==================== id_ex_stage_reg_flat
Fig. 1: id_ex_stage_reg_flat, ports around the boundary
(3 px per µm) Pins as bars across the die edge, other pins in grey.
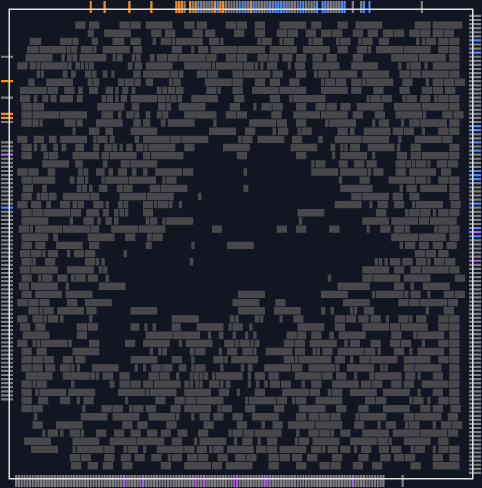

--- src/rtl/id_ex_stage_reg_pkg.sv ---
// Shared widths, control-word bit positions and the NOP control word
// for the ID/EX pipeline register.
// Optional feature macro used by this slice: ID_EX_WB_BYPASS_EN.
package riscv_pipe_pkg;

    localparam int DATA_W = 32;
    localparam int REG_W  = 5;
    localparam int PC_W   = 32;
    localparam int CTRL_W = 12;
    localparam int CNT_W  = 16;

    // Bit positions inside the decoded control word
    localparam int REG_WRITE  = 0;
    localparam int MEM_READ   = 1;
    localparam int MEM_WRITE  = 2;
    localparam int ALU_SRC    = 3;
    localparam int MEM_TO_REG = 4;
    localparam int BRANCH     = 5;
    localparam int JUMP       = 6;
    localparam int ALU_OP_LSB = 7;
    localparam int ALU_OP_MSB = 10;
    localparam int CSR_ACCESS = 11;

    // All-zero control word: no register write, no memory access
    localparam logic [CTRL_W-1:0] CTRL_NOP = '0;

endpackage

--- src/rtl/id_ex_stage_reg_if.sv ---
// ID/EX stage bus: decode-side fields, the WB write port seen by the register
// file, and the registered EX-side copies.
// master = upstream driver (decode/WB), slave = the pipeline register.
interface id_ex_stage_reg_if
    import riscv_pipe_pkg::*;
#(
    parameter int data_width = DATA_W,
    parameter int reg_width  = REG_W,
    parameter int pc_width   = PC_W,
    parameter int ctrl_width = CTRL_W
) ();

    logic                  stall;
    logic                  flush;
    logic                  id_valid;
    logic [pc_width-1:0]   id_pc;
    logic [reg_width-1:0]  id_rs1_addr;
    logic [reg_width-1:0]  id_rs2_addr;
    logic [reg_width-1:0]  id_rd_addr;
    logic [data_width-1:0] id_rs1_data;
    logic [data_width-1:0] id_rs2_data;
    logic [data_width-1:0] id_imm;
    logic [ctrl_width-1:0] id_ctrl;

    logic                  wb_write_enable;
    logic [reg_width-1:0]  wb_write_addr;
    logic [data_width-1:0] wb_write_data;

    logic                  ex_valid;
    logic [pc_width-1:0]   ex_pc;
    logic [reg_width-1:0]  ex_rs1_addr;
    logic [reg_width-1:0]  ex_rs2_addr;
    logic [reg_width-1:0]  ex_rd_addr;
    logic [data_width-1:0] ex_rs1_data;
    logic [data_width-1:0] ex_rs2_data;
    logic [data_width-1:0] ex_imm;
    logic [ctrl_width-1:0] ex_ctrl;

    modport master (
        output stall, flush, id_valid, id_pc, id_rs1_addr, id_rs2_addr, id_rd_addr,
               id_rs1_data, id_rs2_data, id_imm, id_ctrl,
               wb_write_enable, wb_write_addr, wb_write_data,
        input  ex_valid, ex_pc, ex_rs1_addr, ex_rs2_addr, ex_rd_addr,
               ex_rs1_data, ex_rs2_data, ex_imm, ex_ctrl
    );

    modport slave (
        input  stall, flush, id_valid, id_pc, id_rs1_addr, id_rs2_addr, id_rd_addr,
               id_rs1_data, id_rs2_data, id_imm, id_ctrl,
               wb_write_enable, wb_write_addr, wb_write_data,
        output ex_valid, ex_pc, ex_rs1_addr, ex_rs2_addr, ex_rd_addr,
               ex_rs1_data, ex_rs2_data, ex_imm, ex_ctrl
    );

endinterface

--- src/rtl/id_ex_stage_reg_bypass_mux.sv ---
// WB->ID operand bypass select: forwards the WB write data when the WB write
// targets the operand's register, never for x0.
// Only built when ID_EX_WB_BYPASS_EN is defined.
`ifdef ID_EX_WB_BYPASS_EN
module pipe_bypass_mux
    import riscv_pipe_pkg::*;
#(
    parameter int data_width = DATA_W,
    parameter int reg_width  = REG_W
) (
    input  logic                  write_enable,
    input  logic [reg_width-1:0]  write_addr,
    input  logic [data_width-1:0] write_data,
    input  logic [reg_width-1:0]  read_addr,
    input  logic [data_width-1:0] read_data,
    output logic [data_width-1:0] data
);

    logic hit;

    assign hit  = write_enable && (write_addr == read_addr) && (read_addr != '0);
    assign data = hit ? write_data : read_data;

endmodule
`endif

--- src/rtl/id_ex_stage_reg.sv ---
// ID/EX pipeline register with stall (hold), flush (bubble) and saturating
// stall/flush performance counters. Priority per edge: flush > stall > load.
// Macro ID_EX_WB_BYPASS_EN adds WB->ID forwarding on load and refreshes held
// operands from WB while stalled.
module id_ex_stage_reg
    import riscv_pipe_pkg::*;
#(
    parameter int data_width = DATA_W,
    parameter int reg_width  = REG_W,
    parameter int pc_width   = PC_W,
    parameter int ctrl_width = CTRL_W,
    parameter int cnt_width  = CNT_W
) (
    input  logic                 clk,
    input  logic                 rst_n,
    id_ex_stage_reg_if.slave     bus,
    input  logic                 perf_clear,
    output logic [cnt_width-1:0] perf_stall_cnt,
    output logic [cnt_width-1:0] perf_flush_cnt
);

    // Operand sources: the id_* value on load, the held value while stalled
    logic [data_width-1:0] rs1_next;
    logic [data_width-1:0] rs2_next;

`ifdef ID_EX_WB_BYPASS_EN
    // One mux per operand; while stalled it watches the held address so a
    // WB write landing during the stall is not lost.
    pipe_bypass_mux #(.data_width(data_width), .reg_width(reg_width)) u_rs1_bypass (
        .write_enable (bus.wb_write_enable),
        .write_addr   (bus.wb_write_addr),
        .write_data   (bus.wb_write_data),
        .read_addr    (bus.stall ? bus.ex_rs1_addr : bus.id_rs1_addr),
        .read_data    (bus.stall ? bus.ex_rs1_data : bus.id_rs1_data),
        .data         (rs1_next)
    );

    pipe_bypass_mux #(.data_width(data_width), .reg_width(reg_width)) u_rs2_bypass (
        .write_enable (bus.wb_write_enable),
        .write_addr   (bus.wb_write_addr),
        .write_data   (bus.wb_write_data),
        .read_addr    (bus.stall ? bus.ex_rs2_addr : bus.id_rs2_addr),
        .read_data    (bus.stall ? bus.ex_rs2_data : bus.id_rs2_data),
        .data         (rs2_next)
    );
`else
    logic unused_wb;

    assign rs1_next  = bus.stall ? bus.ex_rs1_data : bus.id_rs1_data;
    assign rs2_next  = bus.stall ? bus.ex_rs2_data : bus.id_rs2_data;
    assign unused_wb = ^{bus.wb_write_enable, bus.wb_write_addr, bus.wb_write_data};
`endif

    // Pipeline register: flush loads a bubble, stall holds, otherwise capture ID
    always_ff @(posedge clk or negedge rst_n) begin
        if (!rst_n) begin
            bus.ex_valid    <= 1'b0;
            bus.ex_pc       <= '0;
            bus.ex_rs1_addr <= '0;
            bus.ex_rs2_addr <= '0;
            bus.ex_rd_addr  <= '0;
            bus.ex_rs1_data <= '0;
            bus.ex_rs2_data <= '0;
            bus.ex_imm      <= '0;
            bus.ex_ctrl     <= ctrl_width'(CTRL_NOP);
        end else if (bus.flush) begin
            bus.ex_valid    <= 1'b0;
            bus.ex_pc       <= '0;
            bus.ex_rs1_addr <= '0;
            bus.ex_rs2_addr <= '0;
            bus.ex_rd_addr  <= '0;
            bus.ex_rs1_data <= '0;
            bus.ex_rs2_data <= '0;
            bus.ex_imm      <= '0;
            bus.ex_ctrl     <= ctrl_width'(CTRL_NOP);
        end else if (bus.stall) begin
            bus.ex_rs1_data <= rs1_next;
            bus.ex_rs2_data <= rs2_next;
        end else begin
            bus.ex_valid    <= bus.id_valid;
            bus.ex_pc       <= bus.id_pc;
            bus.ex_rs1_addr <= bus.id_rs1_addr;
            bus.ex_rs2_addr <= bus.id_rs2_addr;
            bus.ex_rd_addr  <= bus.id_rd_addr;
            bus.ex_rs1_data <= rs1_next;
            bus.ex_rs2_data <= rs2_next;
            bus.ex_imm      <= bus.id_imm;
            bus.ex_ctrl     <= bus.id_valid ? bus.id_ctrl : ctrl_width'(CTRL_NOP);
        end
    end

    // Saturating perf counters; clear wins over a same-cycle increment
    always_ff @(posedge clk or negedge rst_n) begin
        if (!rst_n) begin
            perf_stall_cnt <= '0;
            perf_flush_cnt <= '0;
        end else if (perf_clear) begin
            perf_stall_cnt <= '0;
            perf_flush_cnt <= '0;
        end else begin
            if (bus.flush && (perf_flush_cnt != '1))
                perf_flush_cnt <= perf_flush_cnt + 1'b1;
            if (bus.stall && !bus.flush && (perf_stall_cnt != '1))
                perf_stall_cnt <= perf_stall_cnt + 1'b1;
        end
    end

endmodule

--- src/flat_wrapper.sv ---
// flat-port wrapper written by rule: the top's interface ports become plain ports
module id_ex_stage_reg_flat import riscv_pipe_pkg::*;
#(
    parameter int data_width = DATA_W,
    parameter int reg_width  = REG_W,
    parameter int pc_width   = PC_W,
    parameter int ctrl_width = CTRL_W,
    parameter int cnt_width  = CNT_W
)
  (clk, rst_n, perf_clear, perf_stall_cnt, perf_flush_cnt, bus_stall, bus_flush, bus_id_valid, bus_id_pc, bus_id_rs1_addr, bus_id_rs2_addr, bus_id_rd_addr, bus_id_rs1_data, bus_id_rs2_data, bus_id_imm, bus_id_ctrl, bus_wb_write_enable, bus_wb_write_addr, bus_wb_write_data, bus_ex_valid, bus_ex_pc, bus_ex_rs1_addr, bus_ex_rs2_addr, bus_ex_rd_addr, bus_ex_rs1_data, bus_ex_rs2_data, bus_ex_imm, bus_ex_ctrl);
  id_ex_stage_reg_if #(.data_width(data_width), .reg_width(reg_width), .pc_width(pc_width), .ctrl_width(ctrl_width)) bus_i ();
  input  logic clk;
  input  logic rst_n;
  input  logic perf_clear;
  output logic [cnt_width-1:0] perf_stall_cnt;
  output logic [cnt_width-1:0] perf_flush_cnt;
  input wire logic [$bits(bus_i.stall)-1:0] bus_stall;
  input wire logic [$bits(bus_i.flush)-1:0] bus_flush;
  input wire logic [$bits(bus_i.id_valid)-1:0] bus_id_valid;
  input wire logic [$bits(bus_i.id_pc)-1:0] bus_id_pc;
  input wire logic [$bits(bus_i.id_rs1_addr)-1:0] bus_id_rs1_addr;
  input wire logic [$bits(bus_i.id_rs2_addr)-1:0] bus_id_rs2_addr;
  input wire logic [$bits(bus_i.id_rd_addr)-1:0] bus_id_rd_addr;
  input wire logic [$bits(bus_i.id_rs1_data)-1:0] bus_id_rs1_data;
  input wire logic [$bits(bus_i.id_rs2_data)-1:0] bus_id_rs2_data;
  input wire logic [$bits(bus_i.id_imm)-1:0] bus_id_imm;
  input wire logic [$bits(bus_i.id_ctrl)-1:0] bus_id_ctrl;
  input wire logic [$bits(bus_i.wb_write_enable)-1:0] bus_wb_write_enable;
  input wire logic [$bits(bus_i.wb_write_addr)-1:0] bus_wb_write_addr;
  input wire logic [$bits(bus_i.wb_write_data)-1:0] bus_wb_write_data;
  output wire logic [$bits(bus_i.ex_valid)-1:0] bus_ex_valid;
  output wire logic [$bits(bus_i.ex_pc)-1:0] bus_ex_pc;
  output wire logic [$bits(bus_i.ex_rs1_addr)-1:0] bus_ex_rs1_addr;
  output wire logic [$bits(bus_i.ex_rs2_addr)-1:0] bus_ex_rs2_addr;
  output wire logic [$bits(bus_i.ex_rd_addr)-1:0] bus_ex_rd_addr;
  output wire logic [$bits(bus_i.ex_rs1_data)-1:0] bus_ex_rs1_data;
  output wire logic [$bits(bus_i.ex_rs2_data)-1:0] bus_ex_rs2_data;
  output wire logic [$bits(bus_i.ex_imm)-1:0] bus_ex_imm;
  output wire logic [$bits(bus_i.ex_ctrl)-1:0] bus_ex_ctrl;
  assign bus_i.stall = bus_stall;
  assign bus_i.flush = bus_flush;
  assign bus_i.id_valid = bus_id_valid;
  assign bus_i.id_pc = bus_id_pc;
  assign bus_i.id_rs1_addr = bus_id_rs1_addr;
  assign bus_i.id_rs2_addr = bus_id_rs2_addr;
  assign bus_i.id_rd_addr = bus_id_rd_addr;
  assign bus_i.id_rs1_data = bus_id_rs1_data;
  assign bus_i.id_rs2_data = bus_id_rs2_data;
  assign bus_i.id_imm = bus_id_imm;
  assign bus_i.id_ctrl = bus_id_ctrl;
  assign bus_i.wb_write_enable = bus_wb_write_enable;
  assign bus_i.wb_write_addr = bus_wb_write_addr;
  assign bus_i.wb_write_data = bus_wb_write_data;
  assign bus_ex_valid = bus_i.ex_valid;
  assign bus_ex_pc = bus_i.ex_pc;
  assign bus_ex_rs1_addr = bus_i.ex_rs1_addr;
  assign bus_ex_rs2_addr = bus_i.ex_rs2_addr;
  assign bus_ex_rd_addr = bus_i.ex_rd_addr;
  assign bus_ex_rs1_data = bus_i.ex_rs1_data;
  assign bus_ex_rs2_data = bus_i.ex_rs2_data;
  assign bus_ex_imm = bus_i.ex_imm;
  assign bus_ex_ctrl = bus_i.ex_ctrl;
  id_ex_stage_reg #(.data_width(data_width), .reg_width(reg_width), .pc_width(pc_width), .ctrl_width(ctrl_width), .cnt_width(cnt_width)) u_core (.clk(clk), .rst_n(rst_n), .bus(bus_i), .perf_clear(perf_clear), .perf_stall_cnt(perf_stall_cnt), .perf_flush_cnt(perf_flush_cnt));
endmodule
--- config.mk ---
export PLATFORM = sky130hd
export DESIGN_NAME = id_ex_stage_reg_flat
export DESIGN_NICKNAME = d
export VERILOG_FILES = /design/src/rtl/id_ex_stage_reg_pkg.sv /design/src/rtl/id_ex_stage_reg_if.sv /design/src/rtl/id_ex_stage_reg_bypass_mux.sv /design/src/rtl/id_ex_stage_reg.sv /design/src/flat_wrapper.sv
export SDC_FILE = /design/constraint.sdc
export NUM_CORES = 1
export LEC_CHECK = 0
export CORE_AREA = 2 2 152 154
export CTS_CLUSTER_SIZE = 12
export DETAILED_ROUTE_END_ITERATION = 8
export DIE_AREA = 0 0 154 156
export GPL_TIMING_DRIVEN = 0
export PLACE_DENSITY_LB_ADDON = 0.3
export SYNTH_ARGS = -nofsm -noshare
export SYNTH_HDL_FRONTEND = slang
export SYNTH_SLANG_ARGS = --single-unit
export TNS_END_PERCENT = 100
--- constraint.sdc ---
create_clock -name clk -period 2.29 [get_ports clk]
set_input_delay 0.3435 -clock clk [delete_from_list [all_inputs] [get_ports clk]]
set_output_delay 0.3435 -clock clk [all_outputs]
set_load 0.01 [all_outputs]
==================== clint_ctrl_flat
<file path="config.mk">
export PLATFORM = sky130hd
export DESIGN_NAME = clint_ctrl_flat
export DESIGN_NICKNAME = d
export VERILOG_FILES = /design/src/rtl/clint_ctrl_pkg.sv /design/src/rtl/clint_ctrl_if.sv /design/src/rtl/clint_ctrl.sv /design/src/flat_wrapper.sv
export SDC_FILE = /design/constraint.sdc
export NUM_CORES = 1
export LEC_CHECK = 0
export CELL_PAD_IN_SITES_DETAIL_PLACEMENT = 0
export CELL_PAD_IN_SITES_GLOBAL_PLACEMENT = 1
export CORE_MARGIN = 2
export CORE_UTILIZATION = 23
export CTS_CLUSTER_SIZE = 16
export DETAILED_ROUTE_END_ITERATION = 7
export PLACE_DENSITY = 0.83
export SYNTH_ARGS = -nofsm -noshare
export SYNTH_HDL_FRONTEND = slang
export SYNTH_SLANG_ARGS = --single-unit
export TNS_END_PERCENT = 20
</file>
<file path="constraint.sdc">
create_clock -name clk -period 1.6 [get_ports clk]
set_input_delay 0.24 -clock clk [delete_from_list [all_inputs] [get_ports clk]]
set_output_delay 0.24 -clock clk [all_outputs]
set_load 0.02 [all_outputs]
</file>
<file path="src/rtl/clint_ctrl_pkg.sv">
// Shared core CSR addresses, trap cause codes and mstatus bit positions.
// Imported by the interrupt sequencer and by anything that decodes its CSR writes.
package clint_ctrl_pkg;

  localparam logic [11:0] CSR_MSTATUS = 12'h300;
  localparam logic [11:0] CSR_MTVEC   = 12'h305;
  localparam logic [11:0] CSR_MEPC    = 12'h341;
  localparam logic [11:0] CSR_MCAUSE  = 12'h342;

  localparam logic [31:0] CAUSE_ECALL  = 32'd11;
  localparam logic [31:0] CAUSE_EBREAK = 32'd3;
  localparam logic [31:0] CAUSE_TIMER  = 32'h8000_0007;

  localparam int MSTATUS_MIE_BIT  = 3;
  localparam int MSTATUS_MPIE_BIT = 7;

  typedef struct packed {
    logic [11:0] addr;
    logic [31:0] data;
  } csr_wr_t;

endpackage

</file>
<file path="src/rtl/clint_ctrl_if.sv">
// Sequencer-to-core bundle: dedicated CSR write port plus pipeline hold and PC redirect.
// The sequencer drives it as master; the CSR file and fetch stage consume it as slave.
interface clint_ctrl_if #(
  parameter int CPU_WIDTH      = 32,
  parameter int CSR_ADDR_WIDTH = 12
);
  logic                      clint_csr_wr_en;
  logic [CSR_ADDR_WIDTH-1:0] clint_csr_wr_adder;
  logic [CPU_WIDTH-1:0]      clint_csr_wr_data;
  logic                      hold_flag;
  logic                      int_assert;
  logic [CPU_WIDTH-1:0]      int_addr;

  modport master (
    output clint_csr_wr_en, clint_csr_wr_adder, clint_csr_wr_data,
    output hold_flag, int_assert, int_addr
  );

  modport slave (
    input clint_csr_wr_en, clint_csr_wr_adder, clint_csr_wr_data,
    input hold_flag, int_assert, int_addr
  );
endinterface

</file>
<file path="src/rtl/clint_ctrl.sv">
// Core-local trap sequencer: stalls the pipeline, writes mepc/mstatus/mcause one per
// cycle through the clint CSR port, then pulses a PC redirect to mtvec or mepc.
module clint_ctrl
  import clint_ctrl_pkg::*;
#(
  parameter int CPU_WIDTH      = 32,
  parameter int CSR_ADDR_WIDTH = 12
) (
  input  logic                 clk,
  input  logic                 rst,
  input  logic                 inst_ecall_i,
  input  logic                 inst_ebreak_i,
  input  logic                 inst_mret_i,
  input  logic [CPU_WIDTH-1:0] inst_addr_i,
  input  logic                 inst_valid_i,
  input  logic                 irq_timer_i,
  input  logic [CPU_WIDTH-1:0] csr_mtvec_i,
  input  logic [CPU_WIDTH-1:0] csr_mepc_i,
  input  logic [CPU_WIDTH-1:0] csr_mstatus_i,
  clint_ctrl_if.master         bus
);

  typedef enum logic [2:0] {
    S_IDLE, S_WR_MEPC, S_WR_MSTATUS, S_WR_MCAUSE, S_ASSERT, S_MRET_MSTATUS, S_MRET_ASSERT
  } state_e;

  state_e                    state_q, state_d;
  logic [CPU_WIDTH-1:0]      cause_q, cause_d;
  logic [CPU_WIDTH-1:0]      epc_q, epc_d;
  logic                      accept;
  logic                      wr_en;
  logic [CSR_ADDR_WIDTH-1:0] wr_addr;
  logic [CPU_WIDTH-1:0]      wr_data;
  logic                      redirect;
  logic [CPU_WIDTH-1:0]      redirect_addr;
  logic [CPU_WIDTH-1:0]      mstatus_trap;
  logic [CPU_WIDTH-1:0]      mstatus_mret;

  // Trap entry stacks MIE into MPIE and disables; mret restores MIE and sets MPIE.
  always_comb begin
    mstatus_trap                   = csr_mstatus_i;
    mstatus_trap[MSTATUS_MPIE_BIT] = csr_mstatus_i[MSTATUS_MIE_BIT];
    mstatus_trap[MSTATUS_MIE_BIT]  = 1'b0;
    mstatus_mret                   = csr_mstatus_i;
    mstatus_mret[MSTATUS_MIE_BIT]  = csr_mstatus_i[MSTATUS_MPIE_BIT];
    mstatus_mret[MSTATUS_MPIE_BIT] = 1'b1;
  end

  always_comb begin
    state_d       = state_q;
    cause_d       = cause_q;
    epc_d         = epc_q;
    accept        = 1'b0;
    wr_en         = 1'b0;
    wr_addr       = '0;
    wr_data       = '0;
    redirect      = 1'b0;
    redirect_addr = '0;
    if (!rst) begin
      unique case (state_q)
        S_IDLE: begin
          if (inst_valid_i && inst_ecall_i) begin
            accept  = 1'b1;
            cause_d = CPU_WIDTH'(CAUSE_ECALL);
            epc_d   = inst_addr_i;
            state_d = S_WR_MEPC;
          end else if (inst_valid_i && inst_ebreak_i) begin
            accept  = 1'b1;
            cause_d = CPU_WIDTH'(CAUSE_EBREAK);
            epc_d   = inst_addr_i;
            state_d = S_WR_MEPC;
          end else if (inst_valid_i && inst_mret_i) begin
            accept  = 1'b1;
            epc_d   = inst_addr_i;
            state_d = S_MRET_MSTATUS;
          end else if (irq_timer_i && csr_mstatus_i[MSTATUS_MIE_BIT]) begin
            accept  = 1'b1;
            cause_d = CPU_WIDTH'(CAUSE_TIMER);
            epc_d   = inst_addr_i;
            state_d = S_WR_MEPC;
          end
        end
        S_WR_MEPC: begin
          wr_en   = 1'b1;
          wr_addr = CSR_ADDR_WIDTH'(CSR_MEPC);
          wr_data = epc_q;
          state_d = S_WR_MSTATUS;
        end
        S_WR_MSTATUS: begin
          wr_en   = 1'b1;
          wr_addr = CSR_ADDR_WIDTH'(CSR_MSTATUS);
          wr_data = mstatus_trap;
          state_d = S_WR_MCAUSE;
        end
        S_WR_MCAUSE: begin
          wr_en   = 1'b1;
          wr_addr = CSR_ADDR_WIDTH'(CSR_MCAUSE);
          wr_data = cause_q;
          state_d = S_ASSERT;
        end
        S_ASSERT: begin
          redirect      = 1'b1;
          redirect_addr = csr_mtvec_i;
          state_d       = S_IDLE;
        end
        S_MRET_MSTATUS: begin
          wr_en   = 1'b1;
          wr_addr = CSR_ADDR_WIDTH'(CSR_MSTATUS);
          wr_data = mstatus_mret;
          state_d = S_MRET_ASSERT;
        end
        S_MRET_ASSERT: begin
          redirect      = 1'b1;
          redirect_addr = csr_mepc_i;
          state_d       = S_IDLE;
        end
        default: state_d = S_IDLE;
      endcase
    end
  end

  always_ff @(posedge clk) begin
    if (rst) begin
      state_q <= S_IDLE;
      cause_q <= '0;
      epc_q   <= '0;
    end else begin
      state_q <= state_d;
      cause_q <= cause_d;
      epc_q   <= epc_d;
    end
  end

  // Hold is combinational so the trapping instruction is flushed in its own cycle.
  assign bus.hold_flag          = !rst && ((state_q != S_IDLE) || accept);
  assign bus.clint_csr_wr_en    = wr_en;
  assign bus.clint_csr_wr_adder = wr_addr;
  assign bus.clint_csr_wr_data  = wr_data;
  assign bus.int_assert         = redirect;
  assign bus.int_addr           = redirect_addr;

endmodule

</file>
<file path="src/flat_wrapper.sv">
// flat-port wrapper written by rule: the top's interface ports become plain ports
module clint_ctrl_flat import clint_ctrl_pkg::*;
#(
  parameter int CPU_WIDTH      = 32,
  parameter int CSR_ADDR_WIDTH = 12
)
  (clk, rst, inst_ecall_i, inst_ebreak_i, inst_mret_i, inst_addr_i, inst_valid_i, irq_timer_i, csr_mtvec_i, csr_mepc_i, csr_mstatus_i, bus_clint_csr_wr_en, bus_clint_csr_wr_adder, bus_clint_csr_wr_data, bus_hold_flag, bus_int_assert, bus_int_addr);
  clint_ctrl_if #(.CPU_WIDTH(CPU_WIDTH), .CSR_ADDR_WIDTH(CSR_ADDR_WIDTH)) bus_i ();
  input  logic clk;
  input  logic rst;
  input  logic inst_ecall_i;
  input  logic inst_ebreak_i;
  input  logic inst_mret_i;
  input  logic [CPU_WIDTH-1:0] inst_addr_i;
  input  logic inst_valid_i;
  input  logic irq_timer_i;
  input  logic [CPU_WIDTH-1:0] csr_mtvec_i;
  input  logic [CPU_WIDTH-1:0] csr_mepc_i;
  input  logic [CPU_WIDTH-1:0] csr_mstatus_i;
  output wire logic [$bits(bus_i.clint_csr_wr_en)-1:0] bus_clint_csr_wr_en;
  output wire logic [$bits(bus_i.clint_csr_wr_adder)-1:0] bus_clint_csr_wr_adder;
  output wire logic [$bits(bus_i.clint_csr_wr_data)-1:0] bus_clint_csr_wr_data;
  output wire logic [$bits(bus_i.hold_flag)-1:0] bus_hold_flag;
  output wire logic [$bits(bus_i.int_assert)-1:0] bus_int_assert;
  output wire logic [$bits(bus_i.int_addr)-1:0] bus_int_addr;
  assign bus_clint_csr_wr_en = bus_i.clint_csr_wr_en;
  assign bus_clint_csr_wr_adder = bus_i.clint_csr_wr_adder;
  assign bus_clint_csr_wr_data = bus_i.clint_csr_wr_data;
  assign bus_hold_flag = bus_i.hold_flag;
  assign bus_int_assert = bus_i.int_assert;
  assign bus_int_addr = bus_i.int_addr;
  clint_ctrl #(.CPU_WIDTH(CPU_WIDTH), .CSR_ADDR_WIDTH(CSR_ADDR_WIDTH)) u_core (.clk(clk), .rst(rst), .inst_ecall_i(inst_ecall_i), .inst_ebreak_i(inst_ebreak_i), .inst_mret_i(inst_mret_i), .inst_addr_i(inst_addr_i), .inst_valid_i(inst_valid_i), .irq_timer_i(irq_timer_i), .csr_mtvec_i(csr_mtvec_i), .csr_mepc_i(csr_mepc_i), .csr_mstatus_i(csr_mstatus_i), .bus(bus_i));
endmodule
</file>
==================== disp_serializer
==> src/rtl/disp_pkg.sv <==
// Shared constants for the serial 7-segment display driver:
// segment codes, glyph codes and FSM state encoding.
package disp_pkg;

    // Segment bytes {dp,g,f,e,d,c,b,a}, active-high, dp clear
    localparam logic [7:0] SEG_0     = 8'h3F;
    localparam logic [7:0] SEG_1     = 8'h06;
    localparam logic [7:0] SEG_2     = 8'h5B;
    localparam logic [7:0] SEG_3     = 8'h4F;
    localparam logic [7:0] SEG_4     = 8'h66;
    localparam logic [7:0] SEG_5     = 8'h6D;
    localparam logic [7:0] SEG_6     = 8'h7D;
    localparam logic [7:0] SEG_7     = 8'h07;
    localparam logic [7:0] SEG_8     = 8'h7F;
    localparam logic [7:0] SEG_9     = 8'h6F;
    localparam logic [7:0] SEG_MINUS = 8'h40;
    localparam logic [7:0] SEG_BLANK = 8'h00;
    localparam logic [7:0] SEG_E     = 8'h79;

    // Non-decimal glyph codes
    localparam logic [3:0] BCD_MINUS = 4'hA;
    localparam logic [3:0] BCD_BLANK = 4'hB;

    // FSM states
    localparam logic [1:0] IDLE  = 2'd0;
    localparam logic [1:0] LOAD  = 2'd1;
    localparam logic [1:0] SHIFT = 2'd2;
    localparam logic [1:0] LATCH = 2'd3;

endpackage

==> src/rtl/disp_serializer_seg7.sv <==
// One-digit encoder: BCD/glyph code plus decimal point to a
// segment byte, with blanking and output polarity applied.
module seg7_encoder
    import disp_pkg::*;
#(
    parameter bit ACTIVE_LOW = 1'b0
) (
    input  logic [3:0] code,
    input  logic       dp,
    input  logic       blank,
    output logic [7:0] seg
);

    logic [7:0] glyph;
    logic [7:0] raw;

    // Code to glyph lookup; C..F all show 'E'
    always_comb begin
        glyph = SEG_E;
        case (code)
            4'h0:      glyph = SEG_0;
            4'h1:      glyph = SEG_1;
            4'h2:      glyph = SEG_2;
            4'h3:      glyph = SEG_3;
            4'h4:      glyph = SEG_4;
            4'h5:      glyph = SEG_5;
            4'h6:      glyph = SEG_6;
            4'h7:      glyph = SEG_7;
            4'h8:      glyph = SEG_8;
            4'h9:      glyph = SEG_9;
            BCD_MINUS: glyph = SEG_MINUS;
            BCD_BLANK: glyph = SEG_BLANK;
            default:   glyph = SEG_E;
        endcase
    end

    // Merge dp, force blank, then apply polarity to all 8 bits
    always_comb begin
        raw = {glyph[7] | dp, glyph[6:0]};
        if (blank) raw = SEG_BLANK;
        seg = ACTIVE_LOW ? ~raw : raw;
    end

endmodule

==> src/rtl/disp_serializer.sv <==
// Snapshots an N-digit BCD word, encodes it to segment bytes and
// shifts the frame out with a generated clock and latch strobe.
module disp_serializer
    import disp_pkg::*;
#(
    parameter int NUM_DIGITS = 4,
    parameter int CLK_DIV    = 2,
    parameter bit ACTIVE_LOW = 1'b0,
    parameter bit AUTO       = 1'b0
) (
    input  logic                    clk,
    input  logic                    rst,
    input  logic [4*NUM_DIGITS-1:0] bcd_in,
    input  logic [NUM_DIGITS-1:0]   dp_in,
    input  logic                    blank_lz,
    input  logic                    start,
    output logic                    ser_data,
    output logic                    ser_clk,
    output logic                    ser_latch,
    output logic                    busy,
    output logic                    done
);

    localparam int FB = 8 * NUM_DIGITS;
    localparam int DW = (CLK_DIV > 1) ? $clog2(CLK_DIV) : 1;
    localparam int BW = (FB > 1) ? $clog2(FB) : 1;
    localparam logic [DW-1:0] DIV_MAX = DW'(CLK_DIV - 1);
    localparam logic [BW-1:0] BIT_MAX = BW'(FB - 1);

    logic [1:0]            state;
    logic [FB-1:0]         sr;
    logic [FB-1:0]         frame;
    logic [BW-1:0]         bit_cnt;
    logic [DW-1:0]         div_cnt;
    logic                  phase;
    logic                  done_q;
    logic [NUM_DIGITS-1:0] lz;

    // Leading-zero run from the MSD; digit 0 always shown
    always_comb begin
        logic run;
        lz  = '0;
        run = blank_lz;
        for (int k = NUM_DIGITS - 1; k >= 0; k--) begin
            run   = run && (bcd_in[4*k +: 4] == 4'h0) && !dp_in[k];
            lz[k] = run && (k != 0);
        end
    end

    for (genvar k = 0; k < NUM_DIGITS; k++) begin : g_dig
        seg7_encoder #(
            .ACTIVE_LOW(ACTIVE_LOW)
        ) u_enc (
            .code (bcd_in[4*k +: 4]),
            .dp   (dp_in[k]),
            .blank(lz[k]),
            .seg  (frame[8*k +: 8])
        );
    end

    // Frame sequencer: load, per-bit low/high phases, latch window
    always_ff @(posedge clk) begin
        if (rst) begin
            state   <= IDLE;
            sr      <= '0;
            bit_cnt <= '0;
            div_cnt <= '0;
            phase   <= 1'b0;
            done_q  <= 1'b0;
        end else begin
            done_q <= 1'b0;
            case (state)
                IDLE: begin
                    if (start || AUTO) state <= LOAD;
                end
                LOAD: begin
                    sr      <= frame;
                    bit_cnt <= BIT_MAX;
                    div_cnt <= '0;
                    phase   <= 1'b0;
                    state   <= SHIFT;
                end
                SHIFT: begin
                    if (div_cnt == DIV_MAX) begin
                        div_cnt <= '0;
                        phase   <= ~phase;
                        if (phase) begin
                            if (bit_cnt == '0) begin
                                state <= LATCH;
                            end else begin
                                sr      <= {sr[FB-2:0], 1'b0};
                                bit_cnt <= bit_cnt - 1'b1;
                            end
                        end
                    end else begin
                        div_cnt <= div_cnt + 1'b1;
                    end
                end
                LATCH: begin
                    if (div_cnt == DIV_MAX) begin
                        div_cnt <= '0;
                        phase   <= ~phase;
                        if (phase) begin
                            done_q <= 1'b1;
                            state  <= AUTO ? LOAD : IDLE;
                        end
                    end else begin
                        div_cnt <= div_cnt + 1'b1;
                    end
                end
                default: state <= IDLE;
            endcase
        end
    end

    // Outputs decode from state; done cycle reports not busy
    assign ser_data  = (state == SHIFT) & sr[FB-1];
    assign ser_clk   = (state == SHIFT) & phase;
    assign ser_latch = (state == LATCH);
    assign busy      = (state != IDLE) & ~done_q;
    assign done      = done_q;

endmodule

==> config.mk <==
export PLATFORM = sky130hd
export DESIGN_NAME = disp_serializer
export DESIGN_NICKNAME = d
export VERILOG_FILES = /design/src/rtl/disp_pkg.sv /design/src/rtl/disp_serializer_seg7.sv /design/src/rtl/disp_serializer.sv
export SDC_FILE = /design/constraint.sdc
export NUM_CORES = 1
export LEC_CHECK = 0
export CAP_MARGIN = 20
export CELL_PAD_IN_SITES_DETAIL_PLACEMENT = 1
export CELL_PAD_IN_SITES_GLOBAL_PLACEMENT = 2
export CORE_MARGIN = 4
export CORE_UTILIZATION = 34
export DETAILED_ROUTE_END_ITERATION = 10
export GPL_TIMING_DRIVEN = 0
export PLACE_DENSITY_LB_ADDON = 0.1
export SLEW_MARGIN = 40
export SYNTH_ARGS = -nofsm -noshare
export SYNTH_HDL_FRONTEND = slang
export SYNTH_SLANG_ARGS = --single-unit
==> constraint.sdc <==
create_clock -name clk -period 1.88 [get_ports clk]
set_input_delay 0.282 -clock clk [delete_from_list [all_inputs] [get_ports clk]]
set_output_delay 0.282 -clock clk [all_outputs]
set_load 0.01 [all_outputs]
Fig. 2: clint_ctrl_flat, metal 2
(4 px per µm)
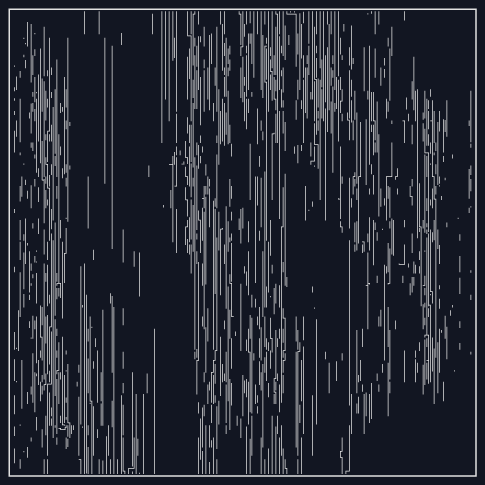
The wires run mostly vertical. The longest straight run is 52.5 µm.

==> summary.txt, clint_ctrl_flat <==
The implementation run finished. The clock tree has to reach 38 sinks. The critical path endpoint has a required time of 1.36 ns. The launch point of the critical path was reported as u_core.state_q[0]. Areal power density over the cells landed at 677 nW/µm². The signal on the critical path passes through buf_6 > nor3b_4 > buf_6 > clkbuf_16 > a22oi_2 > nor2_1 > buf_4. Summed over all layers, the global routing overflow is 0.

Worst setup slack after layout landed at -0.284 ns. Share of async-settable or async-resettable flops after synthesis landed at 0%. In this run the core area contains 41 standard-cell rows. Number of design rule violations left after detail routing landed at 0. Per the cell usage report, the commonest logic cell in the layout is clkdlybuf4s50_1. In this run, power in flip-flops and latches comes to 1160 µW. Proportion of final cell area spent on non-clock buffers landed at 43.0%. Total length of routed wires landed at 12,000 µm. Ranking logic cells in the layout by count gives the top entries clkdlybuf4s50_1, buf_4, nand2b_1. The number of warnings reported in the stage logs is 29. Yosys cell count landed at 389. Looking at the setup timing report, the critical path kind is reg2out. Synthesis instantiated 37 different standard cells from the library. Clock tree synthesis selected as its root buffer the cell clkbuf_16. The final reports fail on negative setup slack. Post-layout net count landed at 752. The flow ran to the end, but the final reports show violations. Share of final layout cell area taken by clock buffers and inverters landed at 2.46%. STA reports the tightest min-delay check as being of type in2reg. 0 antenna diodes ended up in the layout. Summed over all nets, wire length on met3 after detailed routing comes to 966 µm. The final report lists the setup-violating endpoint count as 103. Number of nets with antenna violations after detailed routing landed at 0.
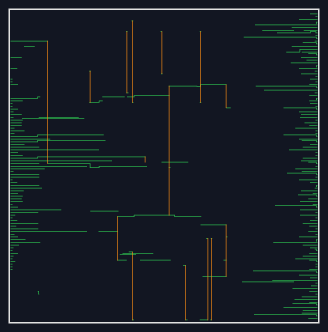
Fig. 3. Routed metal, one colour a layer (id_ex_stage_reg_flat).
(2 px per µm) Two of the layers only.
metal 4: shown in orange, wire length 474 µm. metal 3: shown in green, wire length 1,950 µm.

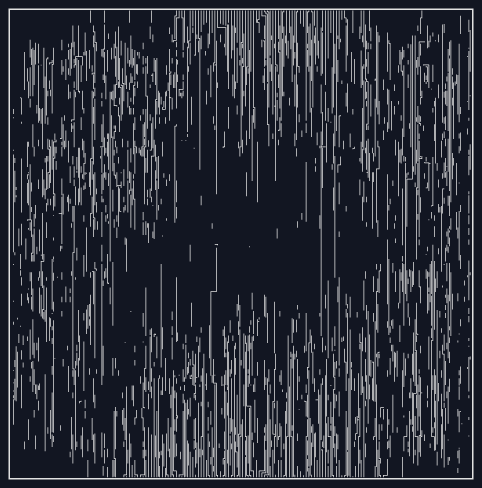
Fig. 4. Metal 2 (id_ex_stage_reg_flat).
(3 px per µm)
The layer holds 48% of the routed length. The wires run mostly vertical.

Notes on Fig. 1 above:
`perf_stall_cnt`: shown in orange, pins 16, direction output, edge 13 top, 3 left. `bus_ex_rs2_data`: shown in blue, pins 32, direction output, edge 19 top, 12 right, 1 left. `bus_ex_ctrl`: shown in purple, pins 12, direction output, edge 9 bottom, 2 right, 1 left.
All pins by edge: 135 bottom, 113 right, 70 left, 69 top.

==> summary.txt, id_ex_stage_reg_flat <==
The implementation run finished. The run finished with clean final reports. Met2 track utilization from global routing landed at 32.8%. At the pin with the least slew margin, the transition time is 0.902 ns.

Clock latency of the later-clocked register in the worst-skew pair landed at 0.43 ns. Starting density of the core landed at 35.9%. The chip area line in the Yosys stat output reads 8040 µm². Timing would allow up to 0.503 GHz. Count of flip-flops with a built-in enable after synthesis landed at 0. Warnings reported by Yosys during synthesis add up to 0. The worst setup path is launched from an input pin.

Switching power landed at 1940 µW. By instance count after routing, the leading logic cell types are clkdlybuf4s50_1, dfrtp_1, nor2_1. The routed layout has 6,720 vias. Top-level port count landed at 387. The library cell used most frequently in the layout, excluding fill and tap cells, is clkdlybuf4s50_1.

STA lists the startpoint of the worst hold path as bus_stall. Number of DRC markers in iteration 0 landed at 337. Net switching is 23.8% of the power. The synthesized netlist handed to floorplanning was reported with a cell count of 718. After detailed routing, the total wire length is 24,200 µm. The finished cells cover 12,600 µm². Count of cells along the worst hold path landed at 4. CTS built an H-tree with a depth of 4. After layout, the worst setup slack is 0.303 ns. In this run the worst setup path begins at bus_flush. Counting flops with an async set or reset pin after synthesis yields a share of 100%. Delay of the slowest critical-path stage landed at 0.58 ns. Across the placement rows, the number of tap cells is 285.

Fraction of final layout cells with drive strength greater than 1 landed at 5.38%. Utilization of the core after routing landed at 56.2%.
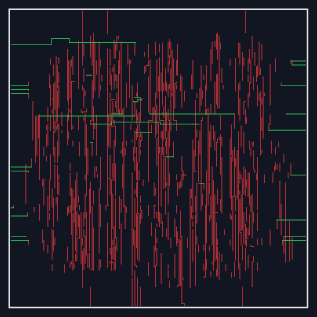
Fig. 5. Routed metal, one colour a layer (disp_serializer).
(3 px per µm) Two of the layers only.
metal 3: shown in green, wire length 273 µm. metal 2: shown in red, wire length 4,100 µm.

==> summary.txt, disp_serializer <==
The implementation run finished. Among all stages on the critical path, the maximum delay recorded is 0.47 ns. In this run the cell area of the synthesized design comes to 2810 µm². Summing the areas of all compound-gate instances in the mapped netlist gives 27.4% of the synthesized area. Met1 global-route usage landed at 21.9%.

Synthesis area per yosys landed at 2810 µm². Final HPWL from detailed placement landed at 6060 µm. Share of async-settable or async-resettable flops after synthesis landed at 0%. The number of global-route vias before repair came to 2,748. Internal cell power landed at 2660 µW. Portion of total power attributed to combinational logic landed at 53.0%. Highest achievable clock rate landed at 0.548 GHz. Clock network fraction of total power landed at 15.4%. Area taken by flip-flops and latches landed at 851 µm².

Per the GRT congestion report, total overflow comes to 0. The worst setup path is launched from a flip-flop. Worst clock skew landed at 0.0111 ns. The report lists the cells along the critical path as inv_1 > ha_4 > or4b_4 > a21oi_4 > buf_6 > a21oi_1 > a211oi_2.

Total number of clock tree sinks landed at 42. Switching power landed at 1870 µW. Via density per instance landed at 5.47. Looking at area per cell type in the netlist, the leader is dfxtp_1. Clock latency of the later-clocked register in the worst-skew pair landed at 0.31 ns. Slew at the pin closest to its max-slew limit landed at 0.719 ns. Utilization of the core after routing landed at 45.8%. Clock group total power landed at 698 µW. The run finished with clean final reports.

==> layout pictures side by side <==
Cell outlines without signal wires.
(a)
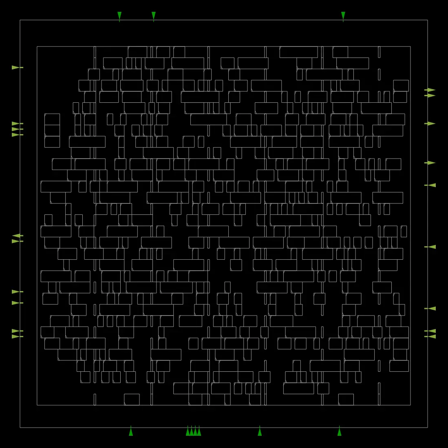
(b)
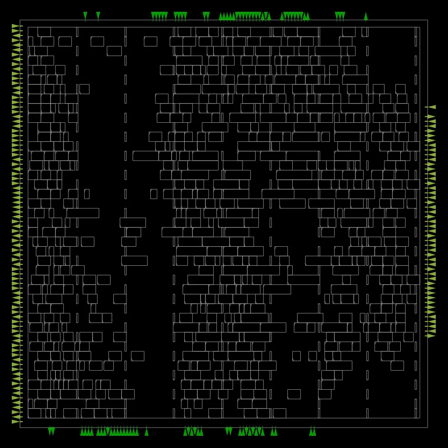
(c)
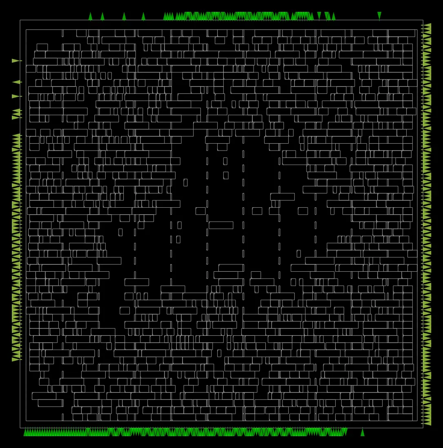
(a): disp_serializer
(c): id_ex_stage_reg_flat
(b): clint_ctrl_flat
The one with the fewest cells is (a).
The one with the highest utilization is (c).



## Gallery

Nets reached from selected ports.
picture 1
(2 px per µm)
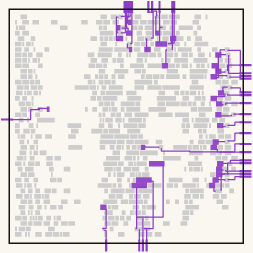
picture 2
(2 px per µm)
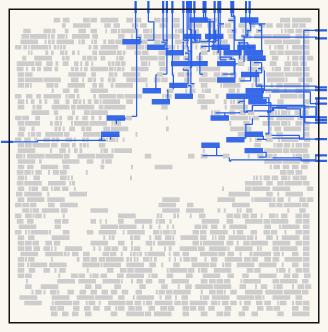
picture 3
(3 px per µm)
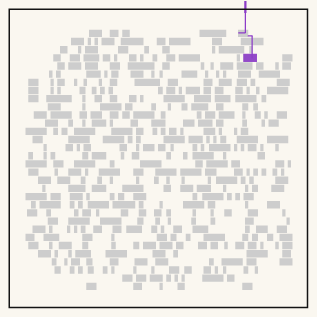
- smallest die: picture 3
id_ex_stage_reg_flat: picture 2
clint_ctrl_flat: picture 1
disp_serializer: picture 3

Key to picture 1:
`bus_clint_csr_wr_data`: shown in purple, direction output, end cells 32, buffers 32, wire 642 µm.

Power and IR drop assume default switching activity.
